# block 1

==> config.mk <==
export PLATFORM = sky130hd
export DESIGN_NAME = output_ctrl_two_vc
export DESIGN_NICKNAME = d
export VERILOG_FILES = /design/src/rtl/output_ctrl_two_vc.sv
export SDC_FILE = /design/constraint.sdc
export NUM_CORES = 1
export LEC_CHECK = 0
export CELL_PAD_IN_SITES_DETAIL_PLACEMENT = 1
export CELL_PAD_IN_SITES_GLOBAL_PLACEMENT = 1
export CORE_ASPECT_RATIO = 1.25
export CORE_UTILIZATION = 39
export DETAILED_ROUTE_END_ITERATION = 7
export PLACE_DENSITY_LB_ADDON = 0.1
export SLEW_MARGIN = 20
export SYNTH_ARGS = -nofsm -noshare
export SYNTH_HDL_FRONTEND = slang
export SYNTH_SLANG_ARGS = --single-unit
==> constraint.sdc <==
create_clock -name clk -period 1.95 [get_ports clk]
set_clock_uncertainty 0.2 [all_clocks]
set_input_delay 0.2925 -clock clk [delete_from_list [all_inputs] [get_ports clk]]
set_output_delay 0.2925 -clock clk [all_outputs]
set_load 0.05 [all_outputs]
==> src/rtl/output_ctrl_two_vc.sv <==
// Output-side two-VC packet buffer and link transmitter.
// One packet slot per VC; drains the polarity-selected VC onto the link.
module output_ctrl_two_vc #(
    parameter int DATA_W = 64,
    parameter int VC_BIT = 63,
    parameter int CNT_W  = 16
) (
    input  logic              clk,
    input  logic              reset,
    input  logic              polarity,
    input  logic [DATA_W-1:0] even_wr_data,
    input  logic              even_wr_enable,
    input  logic [DATA_W-1:0] odd_wr_data,
    input  logic              odd_wr_enable,
    output logic              even_empty,
    output logic              odd_empty,
    input  logic              link_ready,
    output logic              link_out_send,
    output logic [DATA_W-1:0] link_out_data,
    output logic [CNT_W-1:0]  even_sent_cnt,
    output logic [CNT_W-1:0]  odd_sent_cnt,
    output logic              overflow_err
);

    logic              r_even_full;
    logic              r_odd_full;
    logic [DATA_W-1:0] r_even_buf;
    logic [DATA_W-1:0] r_odd_buf;
    logic              r_send;
    logic [DATA_W-1:0] r_data;
    logic [CNT_W-1:0]  r_even_cnt;
    logic [CNT_W-1:0]  r_odd_cnt;
    logic              r_ovf;

    logic              w_sel_full;
    logic              w_send;
    logic              w_send_even;
    logic              w_send_odd;
    logic              w_even_wr;
    logic              w_odd_wr;
    logic              w_drop;
    logic [DATA_W-1:0] w_sel_buf;

    // Send / write qualifiers, all from pre-edge register state
    always_comb begin
        w_sel_full  = polarity ? r_even_full : r_odd_full;
        w_sel_buf   = polarity ? r_even_buf : r_odd_buf;
        w_send      = w_sel_full & link_ready;
        w_send_even = w_send & polarity;
        w_send_odd  = w_send & ~polarity;
        w_even_wr   = even_wr_enable & ~r_even_full;
        w_odd_wr    = odd_wr_enable & ~r_odd_full;
        w_drop      = (even_wr_enable & r_even_full)
                    | (odd_wr_enable & r_odd_full);
    end

    // Even slot: load when empty, release when transmitted
    always_ff @(posedge clk or negedge reset) begin
        if (!reset) begin
            r_even_full <= 1'b0;
            r_even_buf  <= '0;
        end else if (w_send_even) begin
            r_even_full <= 1'b0;
        end else if (w_even_wr) begin
            r_even_full <= 1'b1;
            r_even_buf  <= even_wr_data;
        end
    end

    // Odd slot: load when empty, release when transmitted
    always_ff @(posedge clk or negedge reset) begin
        if (!reset) begin
            r_odd_full <= 1'b0;
            r_odd_buf  <= '0;
        end else if (w_send_odd) begin
            r_odd_full <= 1'b0;
        end else if (w_odd_wr) begin
            r_odd_full <= 1'b1;
            r_odd_buf  <= odd_wr_data;
        end
    end

    // Link register: one-cycle strobe, data held between sends
    always_ff @(posedge clk or negedge reset) begin
        if (!reset) begin
            r_send <= 1'b0;
            r_data <= '0;
        end else begin
            r_send <= w_send;
            if (w_send) begin
                r_data <= w_sel_buf;
            end
        end
    end

    // Per-VC sent counters, wrapping naturally
    always_ff @(posedge clk or negedge reset) begin
        if (!reset) begin
            r_even_cnt <= '0;
            r_odd_cnt  <= '0;
        end else begin
            if (w_send_even) begin
                r_even_cnt <= r_even_cnt + 1'b1;
            end
            if (w_send_odd) begin
                r_odd_cnt <= r_odd_cnt + 1'b1;
            end
        end
    end

    // Sticky flag for any write that hit an occupied slot
    always_ff @(posedge clk or negedge reset) begin
        if (!reset) begin
            r_ovf <= 1'b0;
        end else if (w_drop) begin
            r_ovf <= 1'b1;
        end
    end

    assign even_empty    = ~r_even_full;
    assign odd_empty     = ~r_odd_full;
    assign link_out_send = r_send;
    assign link_out_data = r_data;
    assign even_sent_cnt = r_even_cnt;
    assign odd_sent_cnt  = r_odd_cnt;
    assign overflow_err  = r_ovf;

endmodule

# block 2

<file path="config.mk">
export PLATFORM = sky130hd
export DESIGN_NAME = fetch_stage
export DESIGN_NICKNAME = d
export VERILOG_FILES = /design/src/rtl/fetch_pkg.sv /design/src/rtl/fetch_skid.sv /design/src/rtl/fetch_stage.sv
export SDC_FILE = /design/constraint.sdc
export NUM_CORES = 1
export LEC_CHECK = 0
export CORE_ASPECT_RATIO = 0.75
export CORE_MARGIN = 5
export CORE_UTILIZATION = 48
export CTS_CLUSTER_DIAMETER = 50
export DETAILED_ROUTE_END_ITERATION = 16
export GPL_TIMING_DRIVEN = 0
export MAX_ROUTING_LAYER = met4
export PLACE_DENSITY = 0.85
export SLEW_MARGIN = 5
export SYNTH_ARGS = -nofsm -noshare
export SYNTH_HDL_FRONTEND = slang
export SYNTH_SLANG_ARGS = --single-unit
</file>
<file path="constraint.sdc">
create_clock -name i_clock -period 3.2 [get_ports i_clock]
set_input_delay 0.48 -clock i_clock [delete_from_list [all_inputs] [get_ports i_clock]]
set_output_delay 0.48 -clock i_clock [all_outputs]
set_load 0.03 [all_outputs]
</file>
<file path="src/rtl/fetch_pkg.sv">
// fetch_pkg: shared width, reset PC and state encoding for the fetch stage.
package fetch_pkg;
    localparam int WIDTH = 16;
    localparam logic [WIDTH-1:0] RESET_PC = 16'h0000;
    typedef enum logic [1:0] {BOOT, FETCH, HOLD, DISCARD} fetch_state_t;
endpackage

</file>
<file path="src/rtl/fetch_skid.sv">
// fetch_skid: one-entry buffer holding a fetched instruction and its pc+1
// while decode is stalled; clear wins over unload, unload wins over load.
module fetch_skid #(
    parameter int WIDTH = 16
) (
    input  logic             i_clock,
    input  logic             i_reset,
    input  logic             i_load,
    input  logic             i_unload,
    input  logic             i_clear,
    input  logic [WIDTH-1:0] i_instr,
    input  logic [WIDTH-1:0] i_pc1,
    output logic [WIDTH-1:0] o_instr,
    output logic [WIDTH-1:0] o_pc1,
    output logic             o_valid
);
    logic [WIDTH-1:0] r_instr;
    logic [WIDTH-1:0] r_pc1;
    logic             r_valid;

    always_ff @(posedge i_clock or posedge i_reset) begin
        if (i_reset) begin
            r_instr <= '0;
            r_pc1   <= '0;
            r_valid <= 1'b0;
        end else if (i_clear || i_unload) begin
            r_valid <= 1'b0;
        end else if (i_load) begin
            r_instr <= i_instr;
            r_pc1   <= i_pc1;
            r_valid <= 1'b1;
        end
    end

    assign o_instr = r_instr;
    assign o_pc1   = r_pc1;
    assign o_valid = r_valid;
endmodule

</file>
<file path="src/rtl/fetch_stage.sv">
// fetch_stage: PC, instruction-memory handshake and IF/ID register; the PC
// incrementer lives outside and its result comes back on i_pc_plus1.
module fetch_stage
    import fetch_pkg::*;
#(
    parameter int WIDTH = fetch_pkg::WIDTH,
    parameter logic [WIDTH-1:0] RESET_PC = WIDTH'(fetch_pkg::RESET_PC)
) (
    input  logic             i_clock,
    input  logic             i_reset,
    input  logic             i_stall,
    input  logic             i_flush,
    input  logic [WIDTH-1:0] i_br_target,
    output logic [WIDTH-1:0] o_pc_out,
    input  logic [WIDTH-1:0] i_pc_plus1,
    output logic             o_imem_req,
    output logic [WIDTH-1:0] o_imem_addr,
    input  logic [WIDTH-1:0] i_imem_data,
    input  logic             i_imem_valid,
    output logic [WIDTH-1:0] o_if_id_instr,
    output logic [WIDTH-1:0] o_if_id_pc1,
    output logic             o_if_id_valid
);
    fetch_state_t     r_state;
    fetch_state_t     w_next;
    logic [WIDTH-1:0] r_pc;
    logic [WIDTH-1:0] w_pc;
    logic [WIDTH-1:0] r_if_instr;
    logic [WIDTH-1:0] r_if_pc1;
    logic             r_if_valid;
    logic [WIDTH-1:0] w_if_instr;
    logic [WIDTH-1:0] w_if_pc1;
    logic             w_if_valid;
    logic             w_req;
    logic             w_skid_load;
    logic             w_skid_unload;
    logic             w_skid_clear;
    logic [WIDTH-1:0] w_skid_instr;
    logic [WIDTH-1:0] w_skid_pc1;
    logic             w_skid_valid;

    fetch_skid #(.WIDTH(WIDTH)) u_skid (
        .i_clock (i_clock),
        .i_reset (i_reset),
        .i_load  (w_skid_load),
        .i_unload(w_skid_unload),
        .i_clear (w_skid_clear),
        .i_instr (i_imem_data),
        .i_pc1   (i_pc_plus1),
        .o_instr (w_skid_instr),
        .o_pc1   (w_skid_pc1),
        .o_valid (w_skid_valid)
    );

    always_comb begin
        w_next        = r_state;
        w_pc          = r_pc;
        w_if_instr    = r_if_instr;
        w_if_pc1      = r_if_pc1;
        w_if_valid    = r_if_valid & i_stall;
        w_req         = 1'b0;
        w_skid_load   = 1'b0;
        w_skid_unload = 1'b0;
        w_skid_clear  = 1'b0;
        unique case (r_state)
            BOOT: w_next = FETCH;
            FETCH: begin
                w_req = 1'b1;
                if (i_imem_valid && !i_stall) begin
                    w_if_instr = i_imem_data;
                    w_if_pc1   = i_pc_plus1;
                    w_if_valid = 1'b1;
                    w_pc       = i_pc_plus1;
                end else if (i_imem_valid) begin
                    w_skid_load = 1'b1;
                    w_next      = HOLD;
                end
            end
            HOLD: if (!i_stall) begin
                w_if_instr    = w_skid_instr;
                w_if_pc1      = w_skid_pc1;
                w_if_valid    = w_skid_valid;
                w_pc          = w_skid_pc1;
                w_skid_unload = 1'b1;
                w_next        = FETCH;
            end
            DISCARD: w_next = i_imem_valid ? FETCH : DISCARD;
            default: w_next = BOOT;
        endcase
        // An outstanding response must still be swallowed after a redirect.
        if (i_flush) begin
            w_pc         = i_br_target;
            w_if_valid   = 1'b0;
            w_skid_load  = 1'b0;
            w_skid_clear = 1'b1;
            w_next       = ((r_state == FETCH || r_state == DISCARD) && !i_imem_valid) ? DISCARD : FETCH;
        end
    end

    always_ff @(posedge i_clock or posedge i_reset) begin
        if (i_reset) begin
            r_state    <= BOOT;
            r_pc       <= RESET_PC;
            r_if_instr <= '0;
            r_if_pc1   <= '0;
            r_if_valid <= 1'b0;
        end else begin
            r_state    <= w_next;
            r_pc       <= w_pc;
            r_if_instr <= w_if_instr;
            r_if_pc1   <= w_if_pc1;
            r_if_valid <= w_if_valid;
        end
    end

    assign o_pc_out      = r_pc;
    assign o_imem_addr   = r_pc;
    assign o_imem_req    = w_req;
    assign o_if_id_instr = r_if_instr;
    assign o_if_id_pc1   = r_if_pc1;
    assign o_if_id_valid = r_if_valid;
endmodule

</file>

==> notes/layouts.md <==
Pictures saved along the way, in no particular order.

Wiring by layer.
image #1
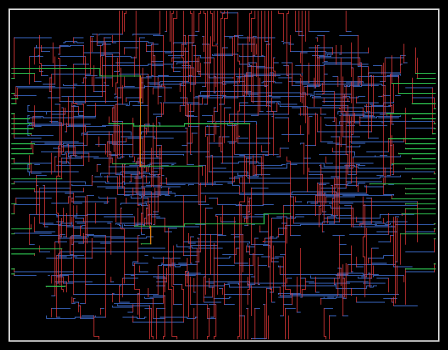
image #2
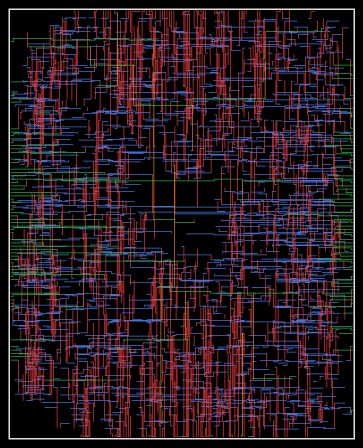
- image #1 = block 2
- image #2 = block 1
Of these, most wire: image #2

**Block 2: clock distribution**

Bar = 20 um.
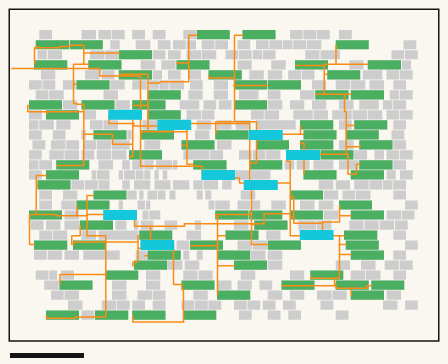
[clock wires] orange | length: 1010 um
[clock drivers] cyan | count: 9
[flip-flops] green | count: 84
flops lie: all over the die
routed clock nets: 10
Clock Power Share: 20.2%
clock skew: 0.00648 ns
Clock net power: 1.13 mW
Clock Latency Late Sink: 0.33 ns

==> results.sh, block 2 <==
# source this file to load flow results
export IMPL_ys_flops=84
export IMPL_reg2reg_to="o_if_id_instr[2]"
export IMPL_status="complete, no violations"
export IMPL_hold_violations=0
export IMPL_cts_made_buffers=9
export IMPL_wl_met3_um=481
export IMPL_comb_cells=155
export IMPL_clk_pin_slew_ns=0.06
export IMPL_top_usage_layer="met2"
export IMPL_nets=465
export IMPL_fill_cells=626
export IMPL_power_mw=5.61
export IMPL_cts_hold_buffers_added=0
export IMPL_taps=108
export IMPL_syn_to_final_growth_pct=41.4
export IMPL_inverters=7
export IMPL_flop_cell="dfrtp_1"
export IMPL_max_slew_margin_rel_pct=56.3
export IMPL_ys_warn_count=0
**Block 1: PDN straps and rails**

Bar = 50 um. Pins as bars on the die edge.
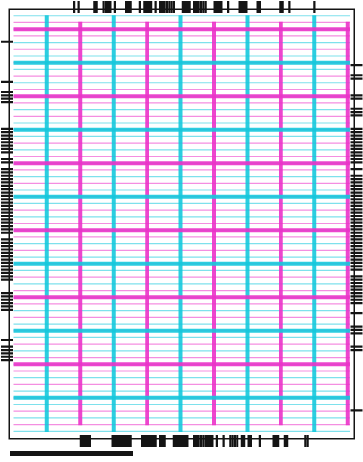
| net | colour |
|---|---|
| VSS | cyan |
| VDD | magenta |
met5 straps: 12
rows: 62
met4 straps: 10
met1 rails: 63
die width: 139 um
Peak VDD IR: 839 uV
Placeable Area: 23000 um2
Die Height: 174 um

**Block 1: cell classes on the final placement**

Bar = 50 um.
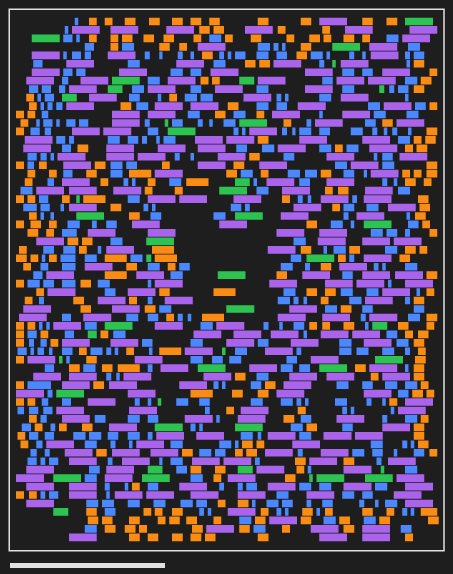
| class | colour | cells |
|---|---|---|
| clock drivers and dummy loads | green | 44 |
| flops | purple | 228 |
| combinational and other logic | blue | 412 |
| other buffers and delay cells | orange | 264 |
design area: 12600 um2
final core utilization: 54.9%
num rows: 62

==> results.sh, block 1 <==
# source this file to load flow results
export IMPL_status="complete, no violations"
export IMPL_place_inst=1191
export IMPL_cap_violations=0
export IMPL_detail_route_antenna_nets=0
export IMPL_cts_made_buffers=25
export IMPL_drive_above_1_share_pct=19.1
export IMPL_comb_cell_power_mw=4.91
export IMPL_ctsResizeCount=0
export IMPL_worstPathArrival_ns=1.29
export IMPL_drtPass1Iterations=4
export IMPL_edf_count=0
export IMPL_tightest_slew_ns=0.514
export IMPL_vias=6184
export IMPL_wl_met2_um=12100
export IMPL_yosys_stat_cells=676
export IMPL_inverters=3
export IMPL_place_gp_congestion=0.758
export IMPL_clockRootBuffer="clkbuf_16"
export IMPL_syn_nets=812
export IMPL_synthArstFlopShare_pct=100
export IMPL_simple_gate_area_share_pct=5.99
export IMPL_top_area_cell="dfrtp_1"
export IMPL_wl_per_cell_um=19.2
export IMPL_pre_cts_ws_ns=-0.189
export IMPL_postSynthCellCount=676
export IMPL_sh_seq_area_pct=45.1
export IMPL_initial_core_util_pct=39.9
export IMPL_finalSetupViolations=0
export IMPL_clk_pin_slew_ns=0.06
export IMPL_post_cts_buffers=0
export IMPL_seqCellArea_um2=5710
export IMPL_crit_fanout=7
export IMPL_compound_area_share_pct=3.67
export IMPL_ys_types=31
export IMPL_antenna_cells=1


==> screenshots <==
Track usage over the die.
panel A
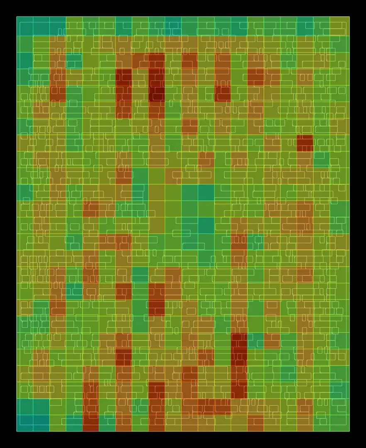
panel B
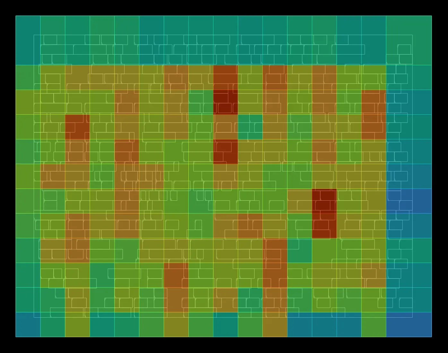
| from | picture |
|---|---|
| block 2 | panel B |
| block 1 | panel A |

No activity file was given, so power comes from the tool's default toggle rates.
